# ---- design 1 ----
Design 1, PDN straps and rails:
(8 px per um) Pins as bars on the die edge.
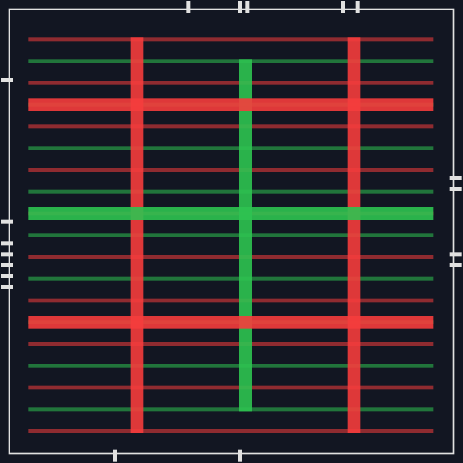
Design 1, cell density map:
(4 px per um) 11 x 11 tiles, from white (low) to dark blue (high), 0 to 100% covered.
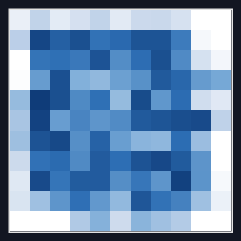
`config.mk`:
```
export PLATFORM = sky130hd
export DESIGN_NAME = tt_probe
export DESIGN_NICKNAME = d
export VERILOG_FILES = /design/src/rtl/tt_probe_pkg.sv /design/src/rtl/tt_settle_timer.sv /design/src/rtl/tt_probe.sv
export SDC_FILE = /design/constraint.sdc
export NUM_CORES = 1
export LEC_CHECK = 0
export ABC_AREA = 0
export CAP_MARGIN = 15
export CORE_MARGIN = 2
export CORE_UTILIZATION = 55
export DETAILED_ROUTE_END_ITERATION = 8
export HOLD_SLACK_MARGIN = 0.02
export PLACE_DENSITY = 0.79
export SLEW_MARGIN = 20
export SYNTH_ARGS = -nofsm -noshare
export SYNTH_HDL_FRONTEND = slang
export SYNTH_HIERARCHICAL = 1
export SYNTH_SLANG_ARGS = --single-unit
```
`constraint.sdc`:
```
create_clock -name clk -period 3.26 [get_ports clk]
set_clock_uncertainty 0.05 [all_clocks]
set_input_delay 0.815 -clock clk [delete_from_list [all_inputs] [get_ports clk]]
set_output_delay 0.815 -clock clk [all_outputs]
set_load 0.01 [all_outputs]
```
`src/rtl/tt_probe_pkg.sv`:
```
// tt_probe_pkg: shared types and constants for the truth-table probe.
//   state_t  - sweep FSM states
//   ROWS     - number of input combinations of a 3-input block
//   CODE_W   - width of the recovered function code
//   row_bit  - code bit that a given row lands in (row 000 -> bit 7)
package tt_probe_pkg;

    typedef enum logic [2:0] {
        IDLE,
        SETTLE,
        SAMPLE,
        CHECK,
        DONE
    } state_t;

    localparam int ROWS   = 8;
    localparam int CODE_W = 8;

    function automatic logic [2:0] row_bit(input logic [2:0] row);
        return 3'(ROWS - 1) - row;
    endfunction

endpackage

```
`src/rtl/tt_settle_timer.sv`:
```
// tt_settle_timer: settle-window timer for the probe.
//   clk, rst  - clock, synchronous active-high reset
//   load      - restart the window (takes effect on the next edge)
//   expired   - high in the last cycle of the window
// Down-counter loaded with SETTLE_CYCLES-1; the window ends when it reaches
// zero, so a row is held for exactly SETTLE_CYCLES cycles after a load.
module tt_settle_timer
    import tt_probe_pkg::*;
#(
    parameter int SETTLE_CYCLES = 4,
    parameter int CNT_W         = 8
) (
    input  logic clk,
    input  logic rst,
    input  logic load,
    output logic expired
);

    localparam logic [CNT_W-1:0] LOAD_VAL = CNT_W'(SETTLE_CYCLES - 1);

    logic [CNT_W-1:0] cnt;

    always_ff @(posedge clk) begin
        if (rst) begin
            cnt <= '0;
        end else if (load) begin
            cnt <= LOAD_VAL;
        end else if (cnt != '0) begin
            cnt <= cnt - CNT_W'(1);
        end
    end

    assign expired = (cnt == '0);

endmodule

```
`src/rtl/tt_probe.sv`:
```
// tt_probe: sequential characteriser for 3-input, 1-output logic blocks.
// Walks {in1,in2,in3} through rows 000..111, holds each row for
// SETTLE_CYCLES, samples `out` and assembles the 8-bit function code
// (row 000 -> code bit 7, row 111 -> code bit 0).
//   clk, rst        - clock, synchronous active-high reset
//   start           - sweep request, honoured only when idle
//   busy            - sweep in progress (drops in the DONE cycle)
//   done            - one-cycle pulse; code/err valid from this cycle on
//   code, err       - recovered function code, glitch flag
//   in1, in2, in3   - row drive to the block under test (in1 = MSB)
//   out             - response of the block under test
// Build option: TT_PROBE_GLITCH_CHK_EN adds a CHECK state that re-samples
// `out` one cycle after each SAMPLE and raises err on any disagreement.
//
// state  | meaning
// IDLE   | drives 000, waits for start
// SETTLE | drives row, waits for the settle timer
// SAMPLE | captures out into the code bit for this row
// CHECK  | re-samples out and flags a mismatch (glitch check build only)
// DONE   | publishes code/err, pulses done
module tt_probe
    import tt_probe_pkg::*;
#(
    parameter int SETTLE_CYCLES = 4,
    parameter int CNT_W         = 8
) (
    input  logic              clk,
    input  logic              rst,
    input  logic              start,
    output logic              busy,
    output logic              done,
    output logic [CODE_W-1:0] code,
    output logic              err,
    output logic              in1,
    output logic              in2,
    output logic              in3,
    input  logic              out
);

    localparam logic [2:0] LAST_ROW = 3'(ROWS - 1);

    state_t            state, state_nxt;
    logic [2:0]        row, row_nxt;
    logic [CODE_W-1:0] shadow, shadow_nxt;
    logic [CODE_W-1:0] code_r;
    logic              tmr_load, tmr_exp;
    logic              sweeping;

    tt_settle_timer #(
        .SETTLE_CYCLES(SETTLE_CYCLES),
        .CNT_W        (CNT_W)
    ) u_timer (
        .clk    (clk),
        .rst    (rst),
        .load   (tmr_load),
        .expired(tmr_exp)
    );

`ifdef TT_PROBE_GLITCH_CHK_EN
    logic shadow_err, shadow_err_nxt, err_r;
`endif

    always_comb begin
        state_nxt  = state;
        row_nxt    = row;
        shadow_nxt = shadow;
        tmr_load   = 1'b0;
`ifdef TT_PROBE_GLITCH_CHK_EN
        shadow_err_nxt = shadow_err;
`endif
        case (state)
            IDLE: begin
                if (start) begin
                    state_nxt  = SETTLE;
                    row_nxt    = '0;
                    shadow_nxt = '0;
                    tmr_load   = 1'b1;
`ifdef TT_PROBE_GLITCH_CHK_EN
                    shadow_err_nxt = 1'b0;
`endif
                end
            end
            SETTLE: begin
                if (tmr_exp) begin
                    state_nxt = SAMPLE;
                end
            end
            SAMPLE: begin
                shadow_nxt[row_bit(row)] = out;
`ifdef TT_PROBE_GLITCH_CHK_EN
                state_nxt = CHECK;
`else
                if (row == LAST_ROW) begin
                    state_nxt = DONE;
                end else begin
                    row_nxt   = row + 3'd1;
                    tmr_load  = 1'b1;
                    state_nxt = SETTLE;
                end
`endif
            end
`ifdef TT_PROBE_GLITCH_CHK_EN
            CHECK: begin
                // code keeps the SAMPLE value; only the flag sees the re-sample
                if (out != shadow[row_bit(row)]) begin
                    shadow_err_nxt = 1'b1;
                end
                if (row == LAST_ROW) begin
                    state_nxt = DONE;
                end else begin
                    row_nxt   = row + 3'd1;
                    tmr_load  = 1'b1;
                    state_nxt = SETTLE;
                end
            end
`endif
            DONE: begin
                state_nxt = IDLE;
            end
            default: begin
                state_nxt = IDLE;
            end
        endcase
    end

    // code/err are loaded on the edge into DONE so they are already valid
    // in the cycle that done is high.
    always_ff @(posedge clk) begin
        if (rst) begin
            state  <= IDLE;
            row    <= '0;
            shadow <= '0;
            code_r <= '0;
`ifdef TT_PROBE_GLITCH_CHK_EN
            shadow_err <= 1'b0;
            err_r      <= 1'b0;
`endif
        end else begin
            state  <= state_nxt;
            row    <= row_nxt;
            shadow <= shadow_nxt;
`ifdef TT_PROBE_GLITCH_CHK_EN
            shadow_err <= shadow_err_nxt;
`endif
            if (state_nxt == DONE) begin
                code_r <= shadow_nxt;
`ifdef TT_PROBE_GLITCH_CHK_EN
                err_r  <= shadow_err_nxt;
`endif
            end
        end
    end

    assign sweeping = (state == SETTLE) || (state == SAMPLE) || (state == CHECK);

    assign busy            = sweeping;
    assign done            = (state == DONE);
    assign code            = code_r;
    assign {in1, in2, in3} = sweeping ? row : 3'b000;

`ifdef TT_PROBE_GLITCH_CHK_EN
    assign err = err_r;
`else
    assign err = 1'b0;
`endif

endmodule

```
==> changes_impl.md <==
### Changed

- CP Capture Point: in1
- Yosys cell types: approximately 45
- Area leader, netlist: dfxtp_1
- Post-Route WL: 2780 um
- Dpl cell area: 0.00158 mm2
- Grt peak-use layer: met2
- Crit share post-route: between 90 and 100%
- Logic gate share of total power: 29.8%
- OpenROAD warnings: 26
- Met3 GRT Util: 7.03%
- # H-tree levels: 2
- Tap Cells: 30
- Worst Path Arrival: 2.09 ns
- Clock-pin slew on the worst setup and hold paths: 0.09 ns
- Wire per inst: approximately 13 um
- I/O pins: 18
- Syn nets: approximately 180
- Inverters, non-clock: 6
- Filler cell count: around 220
- DRT iter0 DRCs: 33
- Logic area: 748 um2
- Synthesis area per yosys: ~0.0015 mm2
- Reg2Reg Capture Point: u_timer/cnt[4]
- Final hold vios: 0
- Synth Area in Simple Gates: 28.3%
- CP peak stage delay: 0.75 ns
- Post-synthesis sequential area ratio: between 40% and 50%
- Leading power group: registers
- Fmax: 0.338 GHz
- Iteration tally of the first detailed-router pass: 4
- Hold path cells: 2
- Worst slew margin: 56.6%
- Seq_cells: 30
- Met2 Use GR: 32.3%
- Seq pwr share: 48.4%
- Clk root buf: clkbuf_4
- FF/Latch Area: ~600 um2
- Highest routed metal layer: met4
- Wl on met1: 1320 um
- GRT met1 Usage: 24.9%
- Late-Pin Clk Latency: 0.32 ns
- Yosys Instances: 171
- Placed insts: 205
- Status: completed
- CP startpoint kind: flip-flop
- Multiplexer share of the synthesized area: less than 1%
- RSZ-0062 raised after global routing: false
- Commonest cells in the netlist: 30 x dfxtp_1, 20 x nor2_1, 16 x nand2_1
- Clock buffers: 6
- Final Non-Filler Cells: roughly 210
- Clk pwr share: 21.8%
- Count leader, synth: dfxtp_1
- DR vias/cell: roughly 6
Notes on 'PDN straps and rails' of design 1 above:
Key: red = VSS; green = VDD
The core has 18 rows. 3 straps on met5. 18 signal pins sit on the boundary.
chip height: 55.4 um
Core ar.: 0.00248 mm2
maximum vdd drop: 0.559 mV
die width: 55.4 um

Notes on 'cell density map' of design 1 above:
30% of the tiles are over 75% full. 9.9% of the tiles are nearly empty. The mean over all tiles is 52%. The fullest tile reaches 95%. The emptiest ninth of the die: upper right.
Layout Utilization: 65.7%
floorplan utilization: 58.5%


# ---- design 2 ----
Design 2, cell density map:
(2 px per um) 16 x 16 tiles, from white (low) to dark blue (high), 0 to 100% covered.
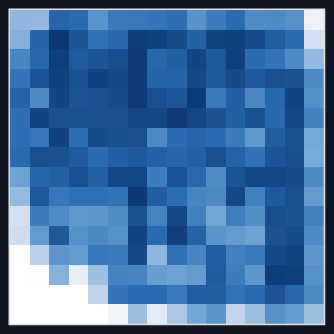
Design 2, metal 4:
(2 px per um)
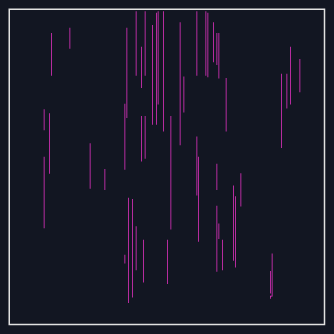
[src/rtl/fp32_pkg.sv]
// -----------------------------------------------------------------------------
// fp32_pkg
//   Shared constants for the iterative binary32 multiplier core:
//   field widths, exponent bias, internal exponent width, FSM state
//   encodings and a helper that forms the 24-bit significand of an operand.
// -----------------------------------------------------------------------------
package fp32_pkg;

    localparam int unsigned FP_BIAS = 127;
    localparam int unsigned EXP_W   = 8;
    localparam int unsigned MAN_W   = 23;
    localparam int unsigned SIG_W   = 24;
    localparam int unsigned PROD_W  = 48;
    // Signed internal exponent: wide enough for eA+eB-127 (+2) without wrap.
    localparam int unsigned E_W     = 10;

    localparam logic [2:0] ST_IDLE = 3'd0;
    localparam logic [2:0] ST_MUL  = 3'd1;
    localparam logic [2:0] ST_NORM = 3'd2;
    localparam logic [2:0] ST_RND  = 3'd3;
    localparam logic [2:0] ST_DONE = 3'd4;

    // Hidden bit is 0 for a zero biased exponent (zero / denormal operand).
    function automatic logic [SIG_W-1:0] sig_of(input logic [EXP_W-1:0] e,
                                                input logic [MAN_W-1:0] f);
        return {|e, f};
    endfunction

endpackage

[src/rtl/seq_mant_mult.sv]
// -----------------------------------------------------------------------------
// seq_mant_mult
//   Iterative unsigned 24x24 shift-add multiplier, BPC multiplier bits
//   retired per cycle, SIG_W/BPC cycles per product.
// Ports
//   clk      in   clock, rising edge
//   rst_n    in   asynchronous active-low reset
//   start_i  in   load a_i/b_i and begin (ignored unless core is idle)
//   a_i      in   24-bit multiplicand
//   b_i      in   24-bit multiplier
//   busy_o   out  iteration in progress
//   done_o   out  final iteration is being performed this cycle;
//                 prod_o holds the full product from the next cycle on
//   prod_o   out  48-bit product register
// -----------------------------------------------------------------------------
module seq_mant_mult
    import fp32_pkg::*;
#(
    parameter int unsigned BPC = 1
)(
    input  logic              clk,
    input  logic              rst_n,
    input  logic              start_i,
    input  logic [SIG_W-1:0]  a_i,
    input  logic [SIG_W-1:0]  b_i,
    output logic              busy_o,
    output logic              done_o,
    output logic [PROD_W-1:0] prod_o
);

    localparam int unsigned N_ITER = SIG_W / BPC;
    localparam int unsigned CNT_W  = (N_ITER > 1) ? $clog2(N_ITER) : 1;

    logic [PROD_W-1:0] mcand_q,  mcand_d;
    logic [SIG_W-1:0]  mplier_q, mplier_d;
    logic [PROD_W-1:0] acc_q,    acc_d;
    logic [CNT_W-1:0]  cnt_q,    cnt_d;
    logic              busy_q,   busy_d;
    logic [PROD_W-1:0] partial;

    always_comb begin
        // Sum of the multiplicand copies selected by the low BPC multiplier bits.
        partial = '0;
        for (int unsigned j = 0; j < BPC; j++) begin
            if (mplier_q[j]) begin
                partial = partial + (mcand_q << j);
            end
        end

        mcand_d  = mcand_q;
        mplier_d = mplier_q;
        acc_d    = acc_q;
        cnt_d    = cnt_q;
        busy_d   = busy_q;

        if (start_i && !busy_q) begin
            mcand_d  = {{(PROD_W-SIG_W){1'b0}}, a_i};
            mplier_d = b_i;
            acc_d    = '0;
            cnt_d    = CNT_W'(N_ITER - 1);
            busy_d   = 1'b1;
        end else if (busy_q) begin
            acc_d    = acc_q + partial;
            mcand_d  = mcand_q << BPC;
            mplier_d = mplier_q >> BPC;
            cnt_d    = cnt_q - CNT_W'(1);
            if (cnt_q == '0) begin
                busy_d = 1'b0;
            end
        end
    end

    always_ff @(posedge clk or negedge rst_n) begin
        if (!rst_n) begin
            mcand_q  <= '0;
            mplier_q <= '0;
            acc_q    <= '0;
            cnt_q    <= '0;
            busy_q   <= 1'b0;
        end else begin
            mcand_q  <= mcand_d;
            mplier_q <= mplier_d;
            acc_q    <= acc_d;
            cnt_q    <= cnt_d;
            busy_q   <= busy_d;
        end
    end

    assign busy_o = busy_q;
    assign done_o = busy_q && (cnt_q == '0);
    assign prod_o = acc_q;

endmodule

[src/rtl/fp32_mult_core_seq.sv]
// -----------------------------------------------------------------------------
// fp32_mult_core_seq
//   Iterative IEEE-754 binary32 multiplier core. Produces the raw product
//   (sign, exponent with overflow-to-Inf / flush-to-zero, RNE-rounded
//   mantissa) together with the operands as accepted. Inf/NaN/zero operand
//   cases are not resolved here; the downstream stage overrides them.
//   One operation in flight; accept only in IDLE.
// Ports
//   clk        in   clock, rising edge
//   rst_n      in   asynchronous active-low reset
//   in_valid   in   A/B valid
//   in_ready   out  core idle, will accept A/B
//   A, B       in   binary32 operands (need not be held after accept)
//   out_valid  out  ansS/A_q/B_q valid, held until out_ready
//   out_ready  in   downstream consumes the result
//   ansS       out  raw product
//   A_q, B_q   out  operands as accepted
// -----------------------------------------------------------------------------
module fp32_mult_core_seq
    import fp32_pkg::*;
#(
    parameter int unsigned BPC = 1
)(
    input  logic        clk,
    input  logic        rst_n,
    input  logic        in_valid,
    output logic        in_ready,
    input  logic [31:0] A,
    input  logic [31:0] B,
    output logic        out_valid,
    input  logic        out_ready,
    output logic [31:0] ansS,
    output logic [31:0] A_q,
    output logic [31:0] B_q
);

    logic [2:0]              state_q,  state_d;
    logic [31:0]             opa_q,    opa_d;
    logic [31:0]             opb_q,    opb_d;
    logic                    sign_q,   sign_d;
    logic signed [E_W-1:0]   exp_q,    exp_d;
    logic [MAN_W-1:0]        frac_q,   frac_d;
    logic                    guard_q,  guard_d;
    logic                    round_q,  round_d;
    logic                    sticky_q, sticky_d;
    logic [31:0]             ans_q,    ans_d;

    logic                    accept;
    logic                    mult_busy;
    logic                    mult_done;
    logic [PROD_W-1:0]       prod;

    logic                    rnd_up;
    logic [MAN_W:0]          rnd_sum;
    logic signed [E_W-1:0]   exp_r;

    assign accept = in_valid && (state_q == ST_IDLE) && !mult_busy;

    // Mantissas are taken straight from A/B on the accept edge so the
    // multiplier runs in lock-step with the MUL state.
    seq_mant_mult #(
        .BPC (BPC)
    ) u_mant (
        .clk     (clk),
        .rst_n   (rst_n),
        .start_i (accept),
        .a_i     (sig_of(A[30:23], A[22:0])),
        .b_i     (sig_of(B[30:23], B[22:0])),
        .busy_o  (mult_busy),
        .done_o  (mult_done),
        .prod_o  (prod)
    );

    always_comb begin
        state_d  = state_q;
        opa_d    = opa_q;
        opb_d    = opb_q;
        sign_d   = sign_q;
        exp_d    = exp_q;
        frac_d   = frac_q;
        guard_d  = guard_q;
        round_d  = round_q;
        sticky_d = sticky_q;
        ans_d    = ans_q;

        rnd_up   = guard_q & (round_q | sticky_q | frac_q[0]);
        rnd_sum  = {1'b0, frac_q} + {{MAN_W{1'b0}}, rnd_up};
        exp_r    = exp_q + (rnd_sum[MAN_W] ? 10'sd1 : 10'sd0);

        case (state_q)
            ST_IDLE: begin
                if (accept) begin
                    opa_d   = A;
                    opb_d   = B;
                    sign_d  = A[31] ^ B[31];
                    exp_d   = $signed({2'b00, A[30:23]} + {2'b00, B[30:23]}
                                      - E_W'(FP_BIAS));
                    state_d = ST_MUL;
                end
            end
            ST_MUL: begin
                if (mult_done) begin
                    state_d = ST_NORM;
                end
            end
            ST_NORM: begin
                // Product of two [1,2) significands lies in [1,4).
                if (prod[47]) begin
                    frac_d   = prod[46:24];
                    guard_d  = prod[23];
                    round_d  = prod[22];
                    sticky_d = |prod[21:0];
                    exp_d    = exp_q + 10'sd1;
                end else begin
                    frac_d   = prod[45:23];
                    guard_d  = prod[22];
                    round_d  = prod[21];
                    sticky_d = |prod[20:0];
                end
                state_d = ST_RND;
            end
            ST_RND: begin
                // A carry out of the mantissa leaves frac all-zero (1.0 x 2),
                // so only the exponent needs bumping.
                if (exp_r >= 10'sd255) begin
                    ans_d = {sign_q, 8'hFF, 23'h0};
                end else if (exp_r <= 10'sd0) begin
                    ans_d = {sign_q, 31'h0};
                end else begin
                    ans_d = {sign_q, exp_r[7:0], rnd_sum[MAN_W-1:0]};
                end
                state_d = ST_DONE;
            end
            ST_DONE: begin
                if (out_ready) begin
                    state_d = ST_IDLE;
                end
            end
            default: begin
                state_d = ST_IDLE;
            end
        endcase
    end

    always_ff @(posedge clk or negedge rst_n) begin
        if (!rst_n) begin
            state_q  <= ST_IDLE;
            opa_q    <= '0;
            opb_q    <= '0;
            sign_q   <= 1'b0;
            exp_q    <= '0;
            frac_q   <= '0;
            guard_q  <= 1'b0;
            round_q  <= 1'b0;
            sticky_q <= 1'b0;
            ans_q    <= '0;
        end else begin
            state_q  <= state_d;
            opa_q    <= opa_d;
            opb_q    <= opb_d;
            sign_q   <= sign_d;
            exp_q    <= exp_d;
            frac_q   <= frac_d;
            guard_q  <= guard_d;
            round_q  <= round_d;
            sticky_q <= sticky_d;
            ans_q    <= ans_d;
        end
    end

    assign in_ready  = (state_q == ST_IDLE);
    assign out_valid = (state_q == ST_DONE);
    assign ansS      = ans_q;
    assign A_q       = opa_q;
    assign B_q       = opb_q;

endmodule

[config.mk]
export PLATFORM = sky130hd
export DESIGN_NAME = fp32_mult_core_seq
export DESIGN_NICKNAME = d
export VERILOG_FILES = /design/src/rtl/fp32_pkg.sv /design/src/rtl/seq_mant_mult.sv /design/src/rtl/fp32_mult_core_seq.sv
export SDC_FILE = /design/constraint.sdc
export NUM_CORES = 1
export LEC_CHECK = 0
export ABC_AREA = 0
export ABC_CLOCK_PERIOD_IN_PS = 8400
export CORE_UTILIZATION = 62
export DETAILED_ROUTE_END_ITERATION = 16
export HOLD_SLACK_MARGIN = 0.12
export PLACE_DENSITY = 0.87
export SLEW_MARGIN = 20
export SYNTH_ARGS = -nofsm -noshare
export SYNTH_HDL_FRONTEND = slang
export SYNTH_HIERARCHICAL = 1
export SYNTH_SLANG_ARGS = --single-unit
[constraint.sdc]
create_clock -name clk -period 8.4 [get_ports clk]
set_input_delay 1.68 -clock clk [delete_from_list [all_inputs] [get_ports clk]]
set_output_delay 1.68 -clock clk [all_outputs]
set_load 0.01 [all_outputs]
==> changes_impl.md <==
### Changed

- Combinational share of cell area: 44.5%
- Status: completed
- Slew @ Worst Pin: 1.04 ns
- Most Frequent Cell on Critical Path: buf_4
- Diodes inserted: 1
- Max_cap viols: 0
- First-pass GRT wire length: about 59000 um
- Crit path depth: 7
- Leak Pwr: 7.76 nW
- Multiplexer share of the synthesized area: 5.06%
- Synth Area per Inst: 8.91 um2
- Setup violation total in the final timing report: 0
- Area Growth Syn to Fin: 18.2%
- Clock-pin slew on the worst setup and hold paths: 0.07 ns
- PwrDens: around 300 mW/mm2
- Switching part of the total: a little under two fifths
- Clk pwr share: 23.7%
- Hold Path Sink: ansS[28]
- Chip height: 157 um
- Yosys Instances: 1668
- Hold Startpoint: ansS[28]
- Highest routed metal layer: met4
- Synthesized area: around 0.015 mm2
- Yosys xor share: 4.48%
- CP startpoint kind: input pin
- Die width: 157 um
- CP Capture Point: u_mant/mcand_q[8]
- Clk sinks: around 260
- Tap Cells: 319
- TritonCTS clock tree: yes
- Grt ovf: 0
- Share of cells above drive strength 1: 5.06%
- Leading power group: registers
- Top class by area: combinational gates
- Area leader, netlist: dfrtp_1
- # rows: 56
- Crit Path Category: in -> reg
- Crit share post-route: 50.7%
- # H-tree levels: 1
- Yosys cell types: 75
- Post-synth area hogs: dfrtp_1 44%, nand2_1 9.9%, o21ai_0 5.9%
- Worst Skew: 0.0157 ns
- Residual DRC count: 0
- Synth async-reset ratio: 100%
- Bufs w/o clock: 174
- Critical-path top delay cell: buf_4
- FF/Latch Area: 0.00656 mm2
- Final TNS setup: 0 ns
- Layout clock area frac: under 10%
- Iteration tally of the first detailed-router pass: 5
## Picture notes: 'cell density map' of design 2
The emptiest ninth of the die: lower left. 4.7% of the tiles are nearly empty. The mean over all tiles is 70%. 54% of the tiles are over 75% full. The fullest tile reaches 97%.
Core ar.: 0.0235 mm2
floorplan utilization: 63.3%
Layout Utilization: 74.9%

## Picture notes: 'metal 4' of design 2
39 nets have wire on it. The longest straight run is 61.2 um. The layer carries 1400 um of wire.
Post-Route WL: 37000 um
vias: 12600


# ---- design 3 ----
`src/rtl/led_frame_scheduler.sv`:
```
// Frame scheduler between the linear visualizer and the LED serial driver.
// Accepts frames over valid/ready, clips per-bin LED counts so their total
// never exceeds LEDS, paces driver starts to a minimum period, re-sends the
// active frame when input stalls and blanks it after too many repeats.
module led_frame_scheduler #(
  parameter int LEDS           = 50,
  parameter int BIN_QTY        = 12,
  parameter int MIN_PERIOD     = 125000,
  parameter int REFRESH_CYCLES = 1250000,
  parameter int MAX_REPEATS    = 8,
  parameter int CW             = $clog2(LEDS)
) (
  input  logic                          clk,
  input  logic                          rst,
  input  logic [BIN_QTY-1:0][23:0]      in_rgb,
  input  logic [BIN_QTY-1:0][CW-1:0]    in_counts,
  input  logic                          in_valid,
  output logic                          in_ready,
  output logic [BIN_QTY-1:0][23:0]      drv_rgb,
  output logic [BIN_QTY-1:0][CW-1:0]    drv_counts,
  output logic                          drv_start,
  input  logic                          drv_done,
  output logic                          busy,
  output logic                          clipped,
  output logic [15:0]                   frames_sent
);

  localparam int BW = (BIN_QTY > 1) ? $clog2(BIN_QTY) : 1;
  localparam int PW = $clog2(MIN_PERIOD + 1);
  localparam int IW = $clog2(REFRESH_CYCLES + 1);
  localparam int RW = $clog2(MAX_REPEATS + 1);

  localparam logic [PW-1:0] PERIOD_FULL  = PW'(MIN_PERIOD);
  localparam logic [IW-1:0] IDLE_LAST    = IW'(REFRESH_CYCLES - 1);
  localparam logic [RW-1:0] REPEAT_LIMIT = RW'(MAX_REPEATS);
  localparam logic [CW:0]   LEDS_SUM     = (CW+1)'(LEDS);
  localparam logic [BW-1:0] LAST_BIN     = BW'(BIN_QTY - 1);

  localparam logic [2:0] S_IDLE  = 3'd0;
  localparam logic [2:0] S_CHECK = 3'd1;
  localparam logic [2:0] S_ARM   = 3'd2;
  localparam logic [2:0] S_KICK  = 3'd3;
  localparam logic [2:0] S_RUN   = 3'd4;

  logic [2:0]                   state;
  logic [PW-1:0]                period_timer;
  logic [IW-1:0]                idle_timer;
  logic [RW-1:0]                repeat_cnt;
  logic [BIN_QTY-1:0][23:0]     stage_rgb;
  logic [BIN_QTY-1:0][CW-1:0]   stage_counts;
  logic [BW-1:0]                bin_idx;
  logic [CW:0]                  sum;

  logic [CW-1:0]                cur_count;
  logic [CW+1:0]                total;
  logic                         over;
  logic [CW-1:0]                next_count;
  logic [CW:0]                  next_sum;
  logic                         kick_go;

  assign drv_start = (state == S_KICK);
  assign busy      = (state != S_IDLE);
  assign kick_go   = (state == S_ARM) && (period_timer == PERIOD_FULL) && drv_done;

  // Clip the current bin against the LEDs still available.
  always_comb begin
    cur_count  = stage_counts[bin_idx];
    total      = {1'b0, sum} + {2'b00, cur_count};
    over       = total > {1'b0, LEDS_SUM};
    next_count = over ? CW'(LEDS_SUM - sum) : cur_count;
    next_sum   = over ? LEDS_SUM : total[CW:0];
  end

  // Period timer: restarts on each start request, saturates at MIN_PERIOD.
  always_ff @(posedge clk) begin
    if (!rst) begin
      period_timer <= PERIOD_FULL;
    end else if (kick_go) begin
      period_timer <= '0;
    end else if (period_timer != PERIOD_FULL) begin
      period_timer <= period_timer + PW'(1);
    end
  end

  // Frame FSM: accept, sanitize, pace, hand to driver, refresh/blank on idle.
  always_ff @(posedge clk) begin
    if (!rst) begin
      state        <= S_IDLE;
      in_ready     <= 1'b0;
      idle_timer   <= '0;
      repeat_cnt   <= '0;
      stage_rgb    <= '0;
      stage_counts <= '0;
      bin_idx      <= '0;
      sum          <= '0;
      clipped      <= 1'b0;
      frames_sent  <= '0;
      drv_rgb      <= '0;
      drv_counts   <= '0;
    end else begin
      case (state)
        S_IDLE: begin
          if (in_valid && in_ready) begin
            stage_rgb    <= in_rgb;
            stage_counts <= in_counts;
            bin_idx      <= '0;
            sum          <= '0;
            clipped      <= 1'b0;
            repeat_cnt   <= '0;
            idle_timer   <= '0;
            in_ready     <= 1'b0;
            state        <= S_CHECK;
          end else if (idle_timer == IDLE_LAST) begin
            idle_timer <= '0;
            if (repeat_cnt == REPEAT_LIMIT) begin
              drv_rgb <= '0;
            end else begin
              repeat_cnt <= repeat_cnt + RW'(1);
            end
            in_ready <= 1'b0;
            state    <= S_ARM;
          end else begin
            idle_timer <= idle_timer + IW'(1);
            in_ready   <= 1'b1;
          end
        end
        S_CHECK: begin
          stage_counts[bin_idx] <= next_count;
          sum                   <= next_sum;
          if (over) clipped <= 1'b1;
          bin_idx <= bin_idx + BW'(1);
          if (bin_idx == LAST_BIN) begin
            // Last bin's clipped value is not yet in staging; patch it in.
            drv_rgb                 <= stage_rgb;
            drv_counts              <= stage_counts;
            drv_counts[BIN_QTY-1]   <= next_count;
            state                   <= S_ARM;
          end
        end
        S_ARM: begin
          if (kick_go) state <= S_KICK;
        end
        S_KICK: begin
          if (!drv_done) state <= S_RUN;
        end
        S_RUN: begin
          if (drv_done) begin
            frames_sent <= frames_sent + 16'd1;
            in_ready    <= 1'b1;
            state       <= S_IDLE;
          end
        end
        default: begin
          in_ready <= 1'b0;
          state    <= S_IDLE;
        end
      endcase
    end
  end

endmodule

```
`config.mk`:
```
export PLATFORM = sky130hd
export DESIGN_NAME = led_frame_scheduler
export DESIGN_NICKNAME = d
export VERILOG_FILES = /design/src/rtl/led_frame_scheduler.sv
export SDC_FILE = /design/constraint.sdc
export NUM_CORES = 2
export LEC_CHECK = 0
export CAP_MARGIN = 10
export CORE_AREA = 2 2 286 288
export DETAILED_ROUTE_END_ITERATION = 10
export DIE_AREA = 0 0 288 290
export GPL_ROUTABILITY_DRIVEN = 0
export GPL_TIMING_DRIVEN = 0
export HOLD_SLACK_MARGIN = 0.15
export PLACE_DENSITY_LB_ADDON = 0.05
export SLEW_MARGIN = 25
export SYNTH_ARGS = -nofsm -noshare
export SYNTH_HDL_FRONTEND = slang
export SYNTH_SLANG_ARGS = --single-unit
```
`constraint.sdc`:
```
create_clock -name clk -period 6 [get_ports clk]
set_clock_uncertainty 0.15 [all_clocks]
set_input_delay 1.2 -clock clk [delete_from_list [all_inputs] [get_ports clk]]
set_output_delay 1.2 -clock clk [all_outputs]
set_load 0.01 [all_outputs]
```
==> changes_impl.md <==
### Changed

- Final non-clock buffer share: 20.7%
- First-pass GRT wire length: 180000 um
- Switching pwr: 4.50 mW
- Critical-path top delay cell: mux4_2
- Iteration tally of the first detailed-router pass: 7
- Yosys xor share: 1.02%
- Tap Cells: about 1100
- P_clk: around 5.5 mW
- Synth async-reset ratio: 0%
- Register-to-register setup slack: 0.30 ns
- Syn nets: 4115
- Combinational share of cell area: between 30% and 40%
- Internal cell power: 9.97 mW
- Count leader, synth: nand2_1
- Comb. pwr: 2.96 mW
- Placed insts: ~5500
- Grt peak-use layer: met2
- Ys Warns: 0
- CP Capture Point: stage_counts[34]
- Worst Path Arrival: 6.05 ns
- Clock-pin slew on the worst setup and hold paths: 0.06 ns
- Hold Path Sink: drv_rgb[31]
- Maximum vdd drop: 0.214 mV
- Bufs w/o clock: 1062
- Vias in the first global route: 28400
- # rows: 104
- Top class by area: sequential cells
- FA/HA/MAJ Cells, Area Fraction: less than 1%
- Worst Hold Class: reg -> reg
- Synth Area per Inst: approximately 8 um2
- Final WS setup: 0.298 ns
- Area leader share: 52.7%
- Cts hold-fix bufs: 0
- Seq_cells: 794
- I/O Buffers: 743
- Cell area after layout: between 0.04 and 0.05 mm2
- CP startpoint kind: flip-flop
- Clock buffers: 128
- Slew @ Worst Pin: 1.08 ns
- Clk pwr share: approximately two fifths
- Crit path buf inv count: 3
- Grt ovf: 0
- Sequential logic power: 5.98 mW
- Minimum clock period: 5.70 ns
- Register-to-Register Path Depth: 14
- DRT iter0 DRCs: 1960
- Seq pwr share: 41.3%
- Initial antenna violation count: 43
- Worst Hold Margin: 0.292 ns
- TritonCTS clock tree: yes
- ANT nets after route: 0
- Worst Path Required: between 6 and 7 ns
- Critical path fanouts, max: 10
- Post-CTS setup buffers: 0
- GRT met1 Usage: 34.0%
- Final nets: between 4000 and 5000
- Logic family by area: simple AND/OR/NAND/NOR gates
- Flop share of the area: 37.9%
- Floorplan utilization: 37.6%
- Share of cells above drive strength 1: 4.43%
- Status: completed
- Endpoint class of the critical path: flip-flop
- Crit path depth: 14
- Place WS: -0.264 ns
Design 3, metal 4:
(1 px per um)
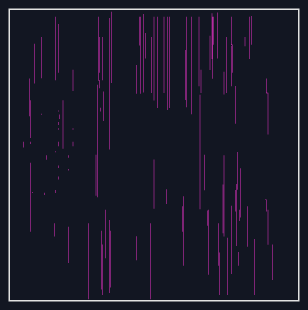
The wires run mostly vertical. The longest straight run is 131 um. 76 nets have wire on it. The layer holds 3.5% of the routed length.
Post-Route WL: 122000 um
vias: 29800

Design 3, PDN straps and rails:
(1.5 px per um) Pins as bars on the die edge.
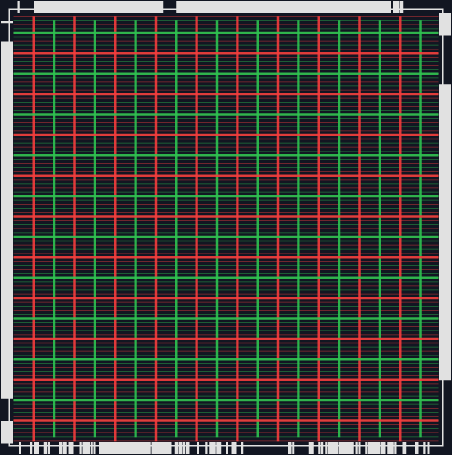
Key: red = VSS; green = VDD
105 met1 rails follow the rows. 20 straps on met5.
Core ar.: 0.0802 mm2
chip height: 290 um


# ---- design 4 ----
--- src/rtl/seq_det_pkg.sv ---
// Shared types and constants for the time-shared serial "1010" detector scheduler.
package seq_det_pkg;

  typedef enum logic [1:0] {
    IDLE  = 2'd0,
    SHIFT = 2'd1,
    RESP  = 2'd2
  } sched_state_t;

  typedef enum logic [1:0] {
    S0   = 2'd0,
    S1   = 2'd1,
    S10  = 2'd2,
    S101 = 2'd3
  } det_state_t;

  localparam logic [3:0] PATTERN = 4'b1010;

endpackage

--- src/rtl/pattern_match_core.sv ---
// Overlapping Mealy detector for PATTERN; state advances only on bit_en, clr restarts at S0.
module pattern_match_core
  import seq_det_pkg::*;
(
  input  logic clk,
  input  logic reset,
  input  logic clr,
  input  logic bit_en,
  input  logic bit_in,
  output logic match
);

  det_state_t r_state;
  det_state_t w_next_state;

  always_ff @(posedge clk) begin
    if (reset || clr) begin
      r_state <= S0;
    end else if (bit_en) begin
      r_state <= w_next_state;
    end
  end

  always_comb begin
    w_next_state = r_state;
    match        = 1'b0;
    case (r_state)
      S0:   w_next_state = bit_in ? S1 : S0;
      S1:   w_next_state = bit_in ? S1 : S10;
      S10:  w_next_state = bit_in ? S101 : S0;
      S101: begin
        // Overlap: the trailing "10" of a match is the prefix of the next one.
        if (bit_in == PATTERN[0]) begin
          w_next_state = S10;
          match        = bit_en;
        end else begin
          w_next_state = S1;
        end
      end
      default: w_next_state = S0;
    endcase
  end

endmodule

--- src/rtl/seq_detect_scheduler.sv ---
// Round-robin scheduler feeding requester words MSB-first through one shared "1010" detector.
// Optional SEQ_DET_PERF_CNT_EN adds a saturating total_matches counter port.
module seq_detect_scheduler
  import seq_det_pkg::*;
#(
  parameter int NUM_REQ = 4,
  parameter int WORD_W  = 8,
  parameter int TOT_W   = 16
) (
  input  logic                          clk,
  input  logic                          reset,
  input  logic [NUM_REQ-1:0]            req_valid,
  input  logic [NUM_REQ*WORD_W-1:0]     req_data,
  output logic [NUM_REQ-1:0]            req_ready,
  output logic                          resp_valid,
  input  logic                          resp_ready,
  output logic [$clog2(NUM_REQ)-1:0]    resp_id,
  output logic [$clog2(WORD_W+1)-1:0]   resp_count,
  output logic                          resp_hit,
  output logic                          busy
`ifdef SEQ_DET_PERF_CNT_EN
  ,
  output logic [TOT_W-1:0]              total_matches
`endif
);

  localparam int ID_W  = $clog2(NUM_REQ);
  localparam int CNT_W = $clog2(WORD_W + 1);
  localparam int BIT_W = $clog2(WORD_W);
  localparam logic [ID_W:0] NREQ = (ID_W + 1)'(NUM_REQ);

  sched_state_t      r_state;
  sched_state_t      w_next_state;
  logic [WORD_W-1:0] r_shift;
  logic [ID_W-1:0]   r_id;
  logic [CNT_W-1:0]  r_count;
  logic [BIT_W-1:0]  r_bit_cnt;
  logic [ID_W-1:0]   r_last_grant;

  logic              w_grant_found;
  logic [ID_W-1:0]   w_grant_idx;
  logic [ID_W:0]     w_cand;
  logic              w_accept;
  logic              w_last_bit;
  logic              w_resp_fire;
  logic              w_match;

  // Search starts one past the last served requester so every requester gets a turn.
  always_comb begin
    w_grant_found = 1'b0;
    w_grant_idx   = '0;
    w_cand        = '0;
    for (int k = 1; k <= NUM_REQ; k++) begin
      w_cand = {1'b0, r_last_grant} + (ID_W + 1)'(k);
      if (w_cand >= NREQ) w_cand = w_cand - NREQ;
      if (!w_grant_found && req_valid[w_cand[ID_W-1:0]]) begin
        w_grant_found = 1'b1;
        w_grant_idx   = w_cand[ID_W-1:0];
      end
    end
  end

  // Handshakes: a transfer happens on a rising edge where valid and ready are both high;
  // req_ready is a one-hot grant raised only in IDLE, resp_valid holds its fields until resp_ready.
  always_comb begin
    req_ready = '0;
    if (r_state == IDLE && w_grant_found) req_ready[w_grant_idx] = 1'b1;
  end

  assign w_accept    = (r_state == IDLE) && w_grant_found;
  assign w_last_bit  = (r_bit_cnt == BIT_W'(WORD_W - 1));
  assign w_resp_fire = (r_state == RESP) && resp_ready;

  always_ff @(posedge clk) begin
    if (reset) r_state <= IDLE;
    else       r_state <= w_next_state;
  end

  always_comb begin
    w_next_state = r_state;
    case (r_state)
      IDLE:    if (w_accept)    w_next_state = SHIFT;
      SHIFT:   if (w_last_bit)  w_next_state = RESP;
      RESP:    if (resp_ready)  w_next_state = IDLE;
      default: w_next_state = IDLE;
    endcase
  end

  always_ff @(posedge clk) begin
    if (reset) begin
      r_shift      <= '0;
      r_id         <= '0;
      r_count      <= '0;
      r_bit_cnt    <= '0;
      r_last_grant <= ID_W'(NUM_REQ - 1);
    end else begin
      if (w_accept) begin
        r_shift   <= req_data[w_grant_idx*WORD_W +: WORD_W];
        r_id      <= w_grant_idx;
        r_count   <= '0;
        r_bit_cnt <= '0;
      end else if (r_state == SHIFT) begin
        r_shift   <= {r_shift[WORD_W-2:0], 1'b0};
        r_bit_cnt <= r_bit_cnt + 1'b1;
        if (w_match) r_count <= r_count + 1'b1;
      end
      if (w_resp_fire) r_last_grant <= r_id;
    end
  end

  pattern_match_core u_core (
    .clk    (clk),
    .reset  (reset),
    .clr    (w_accept),
    .bit_en (r_state == SHIFT),
    .bit_in (r_shift[WORD_W-1]),
    .match  (w_match)
  );

  assign resp_valid = (r_state == RESP);
  assign resp_id    = r_id;
  assign resp_count = r_count;
  assign resp_hit   = |r_count;
  assign busy       = (r_state != IDLE);

`ifdef SEQ_DET_PERF_CNT_EN
  logic [TOT_W-1:0] r_total;
  logic [TOT_W:0]   w_total_sum;

  // One extra sum bit catches the carry that triggers saturation.
  assign w_total_sum = {1'b0, r_total} + (TOT_W + 1)'(r_count);

  always_ff @(posedge clk) begin
    if (reset) begin
      r_total <= '0;
    end else if (w_resp_fire) begin
      r_total <= w_total_sum[TOT_W] ? '1 : w_total_sum[TOT_W-1:0];
    end
  end

  assign total_matches = r_total;
`endif

endmodule
--- config.mk ---
export PLATFORM = sky130hd
export DESIGN_NAME = seq_detect_scheduler
export DESIGN_NICKNAME = d
export VERILOG_FILES = /design/src/rtl/seq_det_pkg.sv /design/src/rtl/pattern_match_core.sv /design/src/rtl/seq_detect_scheduler.sv
export SDC_FILE = /design/constraint.sdc
export NUM_CORES = 1
export LEC_CHECK = 0
export CORE_MARGIN = 8
export CORE_UTILIZATION = 41
export CTS_BUF_LIST = sky130_fd_sc_hd__clkbuf_8
export DETAILED_ROUTE_END_ITERATION = 12
export GPL_TIMING_DRIVEN = 0
export HOLD_SLACK_MARGIN = 0.02
export PLACE_DENSITY = 0.84
export RECOVER_POWER = 25
export SYNTH_ARGS = -nofsm -noshare
export SYNTH_HDL_FRONTEND = slang
export SYNTH_HIERARCHICAL = 1
export SYNTH_SLANG_ARGS = --single-unit
--- constraint.sdc ---
create_clock -name clk -period 4.18 [get_ports clk]
set_clock_uncertainty 0.2 [all_clocks]
set_input_delay 0.836 -clock clk [delete_from_list [all_inputs] [get_ports clk]]
set_output_delay 0.836 -clock clk [all_outputs]
set_load 0.02 [all_outputs]
Design 4, routing congestion:
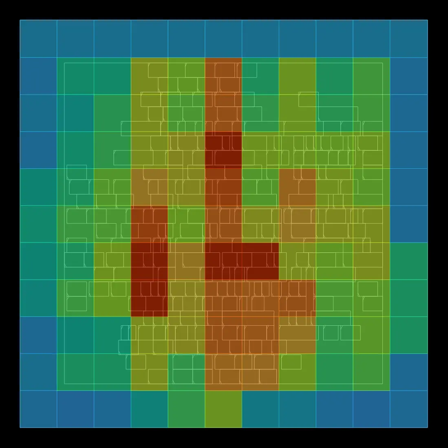
GRT met1 Usage: 15.7%
met3 GRT Util: 4.48%

Design 4, cell density map:
(4 px per um) 8 x 8 tiles, from white (low) to dark blue (high), 0 to 100% covered.
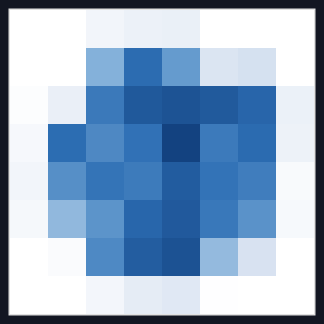
The mean over all tiles is 36%. The densest ninth of the die: centre. The emptiest ninth of the die: upper left. 25% of the tiles are nearly empty. The fullest tile reaches 93%.
Layout Utilization: 59.9%
Core ar.: 0.00355 mm2
floorplan utilization: 41.6%

==> changes_impl.md <==
### Changed

- PostCTS Resize Cnt: 4
- Synthesized area: 0.00148 mm2
- OpenROAD warnings: 27
- Status: completed
- Layout clock area frac: 2.12%
- ANT nets after route: 0
- Share of cells above drive strength 1: 12.5%
- Maximum vdd drop: 0.143 mV
- Area leader, netlist: dfxtp_1
- Post-CTS setup buffers: 1
- Clock buffers: 3
- Ys Warns: 6
- Cts hold-fix bufs: 0
- Switching pwr: 0.138 mW
- First-pass GRT wire length: 6800 um
- Multiplexer share of the synthesized area: 7.46%
- Grt ovf: 0
- Worst slew margin: 67.4%

# ---- design 5 ----
Design 5, routing congestion:
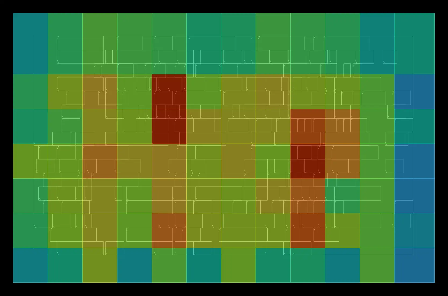
**config.mk**
```make
export PLATFORM = sky130hd
export DESIGN_NAME = pcie_dest_drain_flat
export DESIGN_NICKNAME = d
export VERILOG_FILES = /design/src/rtl/pcie_dest_drain_if.sv /design/src/rtl/pcie_dest_drain.sv /design/src/flat_wrapper.sv
export SDC_FILE = /design/constraint.sdc
export NUM_CORES = 1
export LEC_CHECK = 0
export CORE_ASPECT_RATIO = 0.6
export CORE_MARGIN = 4
export CORE_UTILIZATION = 43
export CTS_CLUSTER_SIZE = 40
export DETAILED_ROUTE_END_ITERATION = 7
export GPL_ROUTABILITY_DRIVEN = 0
export PLACE_DENSITY_LB_ADDON = 0.25
export SLEW_MARGIN = 10
export SYNTH_ARGS = -nofsm -noshare
export SYNTH_HDL_FRONTEND = slang
export SYNTH_SLANG_ARGS = --single-unit
```
**constraint.sdc**
```tcl
create_clock -name clk -period 1.9 [get_ports clk]
set_input_delay 0.475 -clock clk [delete_from_list [all_inputs] [get_ports clk]]
set_output_delay 0.475 -clock clk [all_outputs]
set_load 0.02 [all_outputs]
```
**src/rtl/pcie_dest_drain_if.sv**
```systemverilog
// Bundle of the drain's FIFO-side, sink-side and counter signals.
// Sink handshake: a word transfers on a rising edge where valid_out and ready_out are both high;
// while valid_out is high and ready_out is low, data_out and dest_out hold their values.
interface pcie_dest_drain_if #(
    parameter int DATA_W = 6,
    parameter int CNT_W  = 8
);
    logic              enable;
    logic              fifo_empty_d0;
    logic              fifo_empty_d1;
    logic [DATA_W-1:0] data_d0;
    logic [DATA_W-1:0] data_d1;
    logic              ready_out;
    logic              clr_cnt;
    logic              pop_d0;
    logic              pop_d1;
    logic [DATA_W-1:0] data_out;
    logic              valid_out;
    logic              dest_out;
    logic [CNT_W-1:0]  cnt_d0;
    logic [CNT_W-1:0]  cnt_d1;
    logic              drain_idle;

    modport master (
        input  enable, fifo_empty_d0, fifo_empty_d1, data_d0, data_d1, ready_out, clr_cnt,
        output pop_d0, pop_d1, data_out, valid_out, dest_out, cnt_d0, cnt_d1, drain_idle
    );

    modport slave (
        output enable, fifo_empty_d0, fifo_empty_d1, data_d0, data_d1, ready_out, clr_cnt,
        input  pop_d0, pop_d1, data_out, valid_out, dest_out, cnt_d0, cnt_d1, drain_idle
    );
endinterface

```
**src/rtl/pcie_dest_drain.sv**
```systemverilog
// Round-robin drain of the D0/D1 destination FIFOs into a valid/ready sink,
// one word in flight at a time, with per-destination delivered-word counters.
module pcie_dest_drain #(
    parameter int DATA_W = 6,
    parameter int CNT_W  = 8
) (
    input  logic                 clk,
    input  logic                 reset_L,
    pcie_dest_drain_if.master    bus,
    output logic [1:0]           dbg_state_o
);

    typedef enum logic [1:0] {
        ARB    = 2'd0,
        POP    = 2'd1,
        WAIT_D = 2'd2,
        HOLD   = 2'd3
    } state_t;

    state_t            state_q;
    logic              pop_d0_q;
    logic              pop_d1_q;
    logic              valid_q;
    logic              dest_q;
    logic              grant_dest_q;
    logic              last_grant_q;
    logic [DATA_W-1:0] data_q;
    logic [CNT_W-1:0]  cnt_d0_q;
    logic [CNT_W-1:0]  cnt_d1_q;
    logic [CNT_W-1:0]  cnt_d0_d;
    logic [CNT_W-1:0]  cnt_d1_d;
    logic              grant_d;
    logic              grant_dest_d;
    logic              accept_d;

    // A lone non-empty FIFO always wins; on a tie the one not granted last time wins.
    always_comb begin
        grant_d = bus.enable && !(bus.fifo_empty_d0 && bus.fifo_empty_d1);
        if (bus.fifo_empty_d0) begin
            grant_dest_d = 1'b1;
        end else if (bus.fifo_empty_d1) begin
            grant_dest_d = 1'b0;
        end else begin
            grant_dest_d = ~last_grant_q;
        end
        accept_d = (state_q == HOLD) && bus.ready_out;
        cnt_d0_d = cnt_d0_q;
        cnt_d1_d = cnt_d1_q;
        if (accept_d && !dest_q) cnt_d0_d = cnt_d0_q + 1'b1;
        if (accept_d &&  dest_q) cnt_d1_d = cnt_d1_q + 1'b1;
        // Clear takes priority over a same-edge increment.
        if (bus.clr_cnt) begin
            cnt_d0_d = '0;
            cnt_d1_d = '0;
        end
    end

    always_ff @(posedge clk or negedge reset_L) begin
        if (!reset_L) begin
            state_q      <= ARB;
            pop_d0_q     <= 1'b0;
            pop_d1_q     <= 1'b0;
            valid_q      <= 1'b0;
            dest_q       <= 1'b0;
            grant_dest_q <= 1'b0;
            last_grant_q <= 1'b1;
            data_q       <= '0;
            cnt_d0_q     <= '0;
            cnt_d1_q     <= '0;
        end else begin
            cnt_d0_q <= cnt_d0_d;
            cnt_d1_q <= cnt_d1_d;
            case (state_q)
                ARB: begin
                    if (grant_d) begin
                        pop_d0_q     <= ~grant_dest_d;
                        pop_d1_q     <= grant_dest_d;
                        grant_dest_q <= grant_dest_d;
                        last_grant_q <= grant_dest_d;
                        state_q      <= POP;
                    end
                end
                POP: begin
                    pop_d0_q <= 1'b0;
                    pop_d1_q <= 1'b0;
                    state_q  <= WAIT_D;
                end
                // FIFO read data is valid the cycle after the pop strobe.
                WAIT_D: begin
                    data_q  <= grant_dest_q ? bus.data_d1 : bus.data_d0;
                    dest_q  <= grant_dest_q;
                    valid_q <= 1'b1;
                    state_q <= HOLD;
                end
                HOLD: begin
                    if (bus.ready_out) begin
                        valid_q <= 1'b0;
                        state_q <= ARB;
                    end
                end
                default: state_q <= ARB;
            endcase
        end
    end

    assign bus.pop_d0     = pop_d0_q;
    assign bus.pop_d1     = pop_d1_q;
    assign bus.data_out   = data_q;
    assign bus.valid_out  = valid_q;
    assign bus.dest_out   = dest_q;
    assign bus.cnt_d0     = cnt_d0_q;
    assign bus.cnt_d1     = cnt_d1_q;
    assign bus.drain_idle = (state_q == ARB) && bus.fifo_empty_d0 && bus.fifo_empty_d1;
    assign dbg_state_o    = state_q;

endmodule

```
**src/flat_wrapper.sv**
```systemverilog
// flat-port wrapper written by rule: the top's interface ports become plain ports
module pcie_dest_drain_flat 
#(
    parameter int DATA_W = 6,
    parameter int CNT_W  = 8
)
  (clk, reset_L, dbg_state_o, bus_enable, bus_fifo_empty_d0, bus_fifo_empty_d1, bus_data_d0, bus_data_d1, bus_ready_out, bus_clr_cnt, bus_pop_d0, bus_pop_d1, bus_data_out, bus_valid_out, bus_dest_out, bus_cnt_d0, bus_cnt_d1, bus_drain_idle);
  pcie_dest_drain_if #(.DATA_W(DATA_W), .CNT_W(CNT_W)) bus_i ();
  input  logic clk;
  input  logic reset_L;
  output logic [1:0] dbg_state_o;
  input wire logic [$bits(bus_i.enable)-1:0] bus_enable;
  input wire logic [$bits(bus_i.fifo_empty_d0)-1:0] bus_fifo_empty_d0;
  input wire logic [$bits(bus_i.fifo_empty_d1)-1:0] bus_fifo_empty_d1;
  input wire logic [$bits(bus_i.data_d0)-1:0] bus_data_d0;
  input wire logic [$bits(bus_i.data_d1)-1:0] bus_data_d1;
  input wire logic [$bits(bus_i.ready_out)-1:0] bus_ready_out;
  input wire logic [$bits(bus_i.clr_cnt)-1:0] bus_clr_cnt;
  output wire logic [$bits(bus_i.pop_d0)-1:0] bus_pop_d0;
  output wire logic [$bits(bus_i.pop_d1)-1:0] bus_pop_d1;
  output wire logic [$bits(bus_i.data_out)-1:0] bus_data_out;
  output wire logic [$bits(bus_i.valid_out)-1:0] bus_valid_out;
  output wire logic [$bits(bus_i.dest_out)-1:0] bus_dest_out;
  output wire logic [$bits(bus_i.cnt_d0)-1:0] bus_cnt_d0;
  output wire logic [$bits(bus_i.cnt_d1)-1:0] bus_cnt_d1;
  output wire logic [$bits(bus_i.drain_idle)-1:0] bus_drain_idle;
  assign bus_i.enable = bus_enable;
  assign bus_i.fifo_empty_d0 = bus_fifo_empty_d0;
  assign bus_i.fifo_empty_d1 = bus_fifo_empty_d1;
  assign bus_i.data_d0 = bus_data_d0;
  assign bus_i.data_d1 = bus_data_d1;
  assign bus_i.ready_out = bus_ready_out;
  assign bus_i.clr_cnt = bus_clr_cnt;
  assign bus_pop_d0 = bus_i.pop_d0;
  assign bus_pop_d1 = bus_i.pop_d1;
  assign bus_data_out = bus_i.data_out;
  assign bus_valid_out = bus_i.valid_out;
  assign bus_dest_out = bus_i.dest_out;
  assign bus_cnt_d0 = bus_i.cnt_d0;
  assign bus_cnt_d1 = bus_i.cnt_d1;
  assign bus_drain_idle = bus_i.drain_idle;
  pcie_dest_drain #(.DATA_W(DATA_W), .CNT_W(CNT_W)) u_core (.clk(clk), .reset_L(reset_L), .bus(bus_i), .dbg_state_o(dbg_state_o));
endmodule
```
==> changes_impl.md <==
### Changed

- # rows: 16
- Switching pwr: 0.916 mW
- Met2 routed WL: ~1700 um
- Logic family by area: simple AND/OR/NAND/NOR gates
- Initial antenna violation count: 0
- OpenROAD warnings: 30
- Crit path depth: 2
- Register-to-register setup slack: 0.30 ns
- Sequential logic power: 0.926 mW
- Reg2Reg Capture Point: u_core.dbg_state_o[1]
- DR vias/cell: 4.88
- Yosys cell types: 28
- Count of library flops with an enable pin: 0
- Cell area after layout: 0.00216 mm2
- Status: completed
- Combinational gates: roughly 110
- Final hold vios: 0
## Picture notes: 'routing congestion' of design 5
Tot GR Track Use: 17.7%
GRT met1 Usage: 20.3%
met3 GRT Util: 5.91%
met2 Use GR: 29.7%
wire per inst: 13.9 um



==> layout pictures side by side <==
PDN straps and rails.
picture 1
(3 px per um) Pins as bars on the die edge.
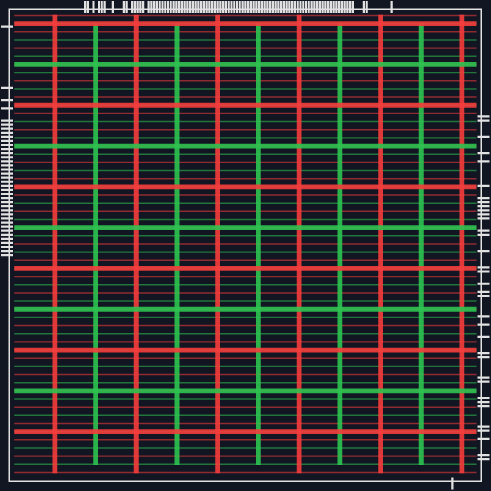
picture 2
(6 px per um) Pins as bars on the die edge.
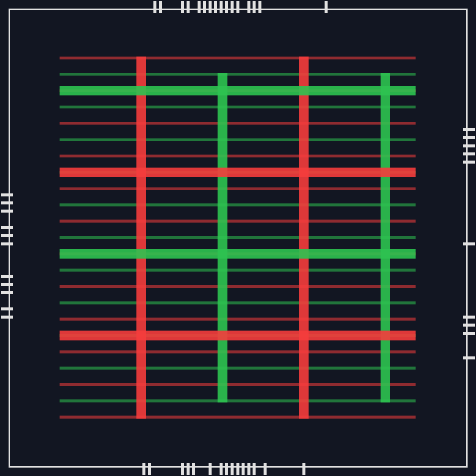
picture 3
(6 px per um) Pins as bars on the die edge.
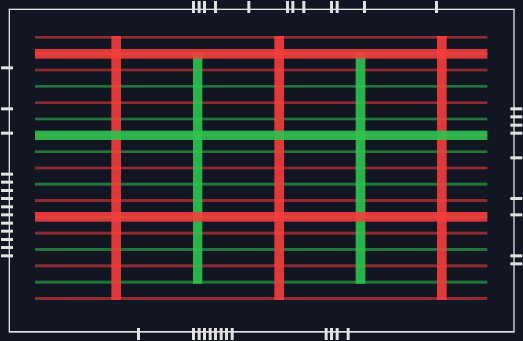
The one with the largest die is picture 1.
The one with the most pins is picture 1.
Picture 2 comes from design 4.
Picture 3 comes from design 5.
Picture 1 comes from design 2.

Key to picture 2:
Key: red = VSS; green = VDD
23 met1 rails follow the rows. 4 straps on met4. 4 straps on met5. The core has 22 rows. 52 signal pins sit on the boundary.

No activity file was given, so power comes from the tool's default toggle rates.
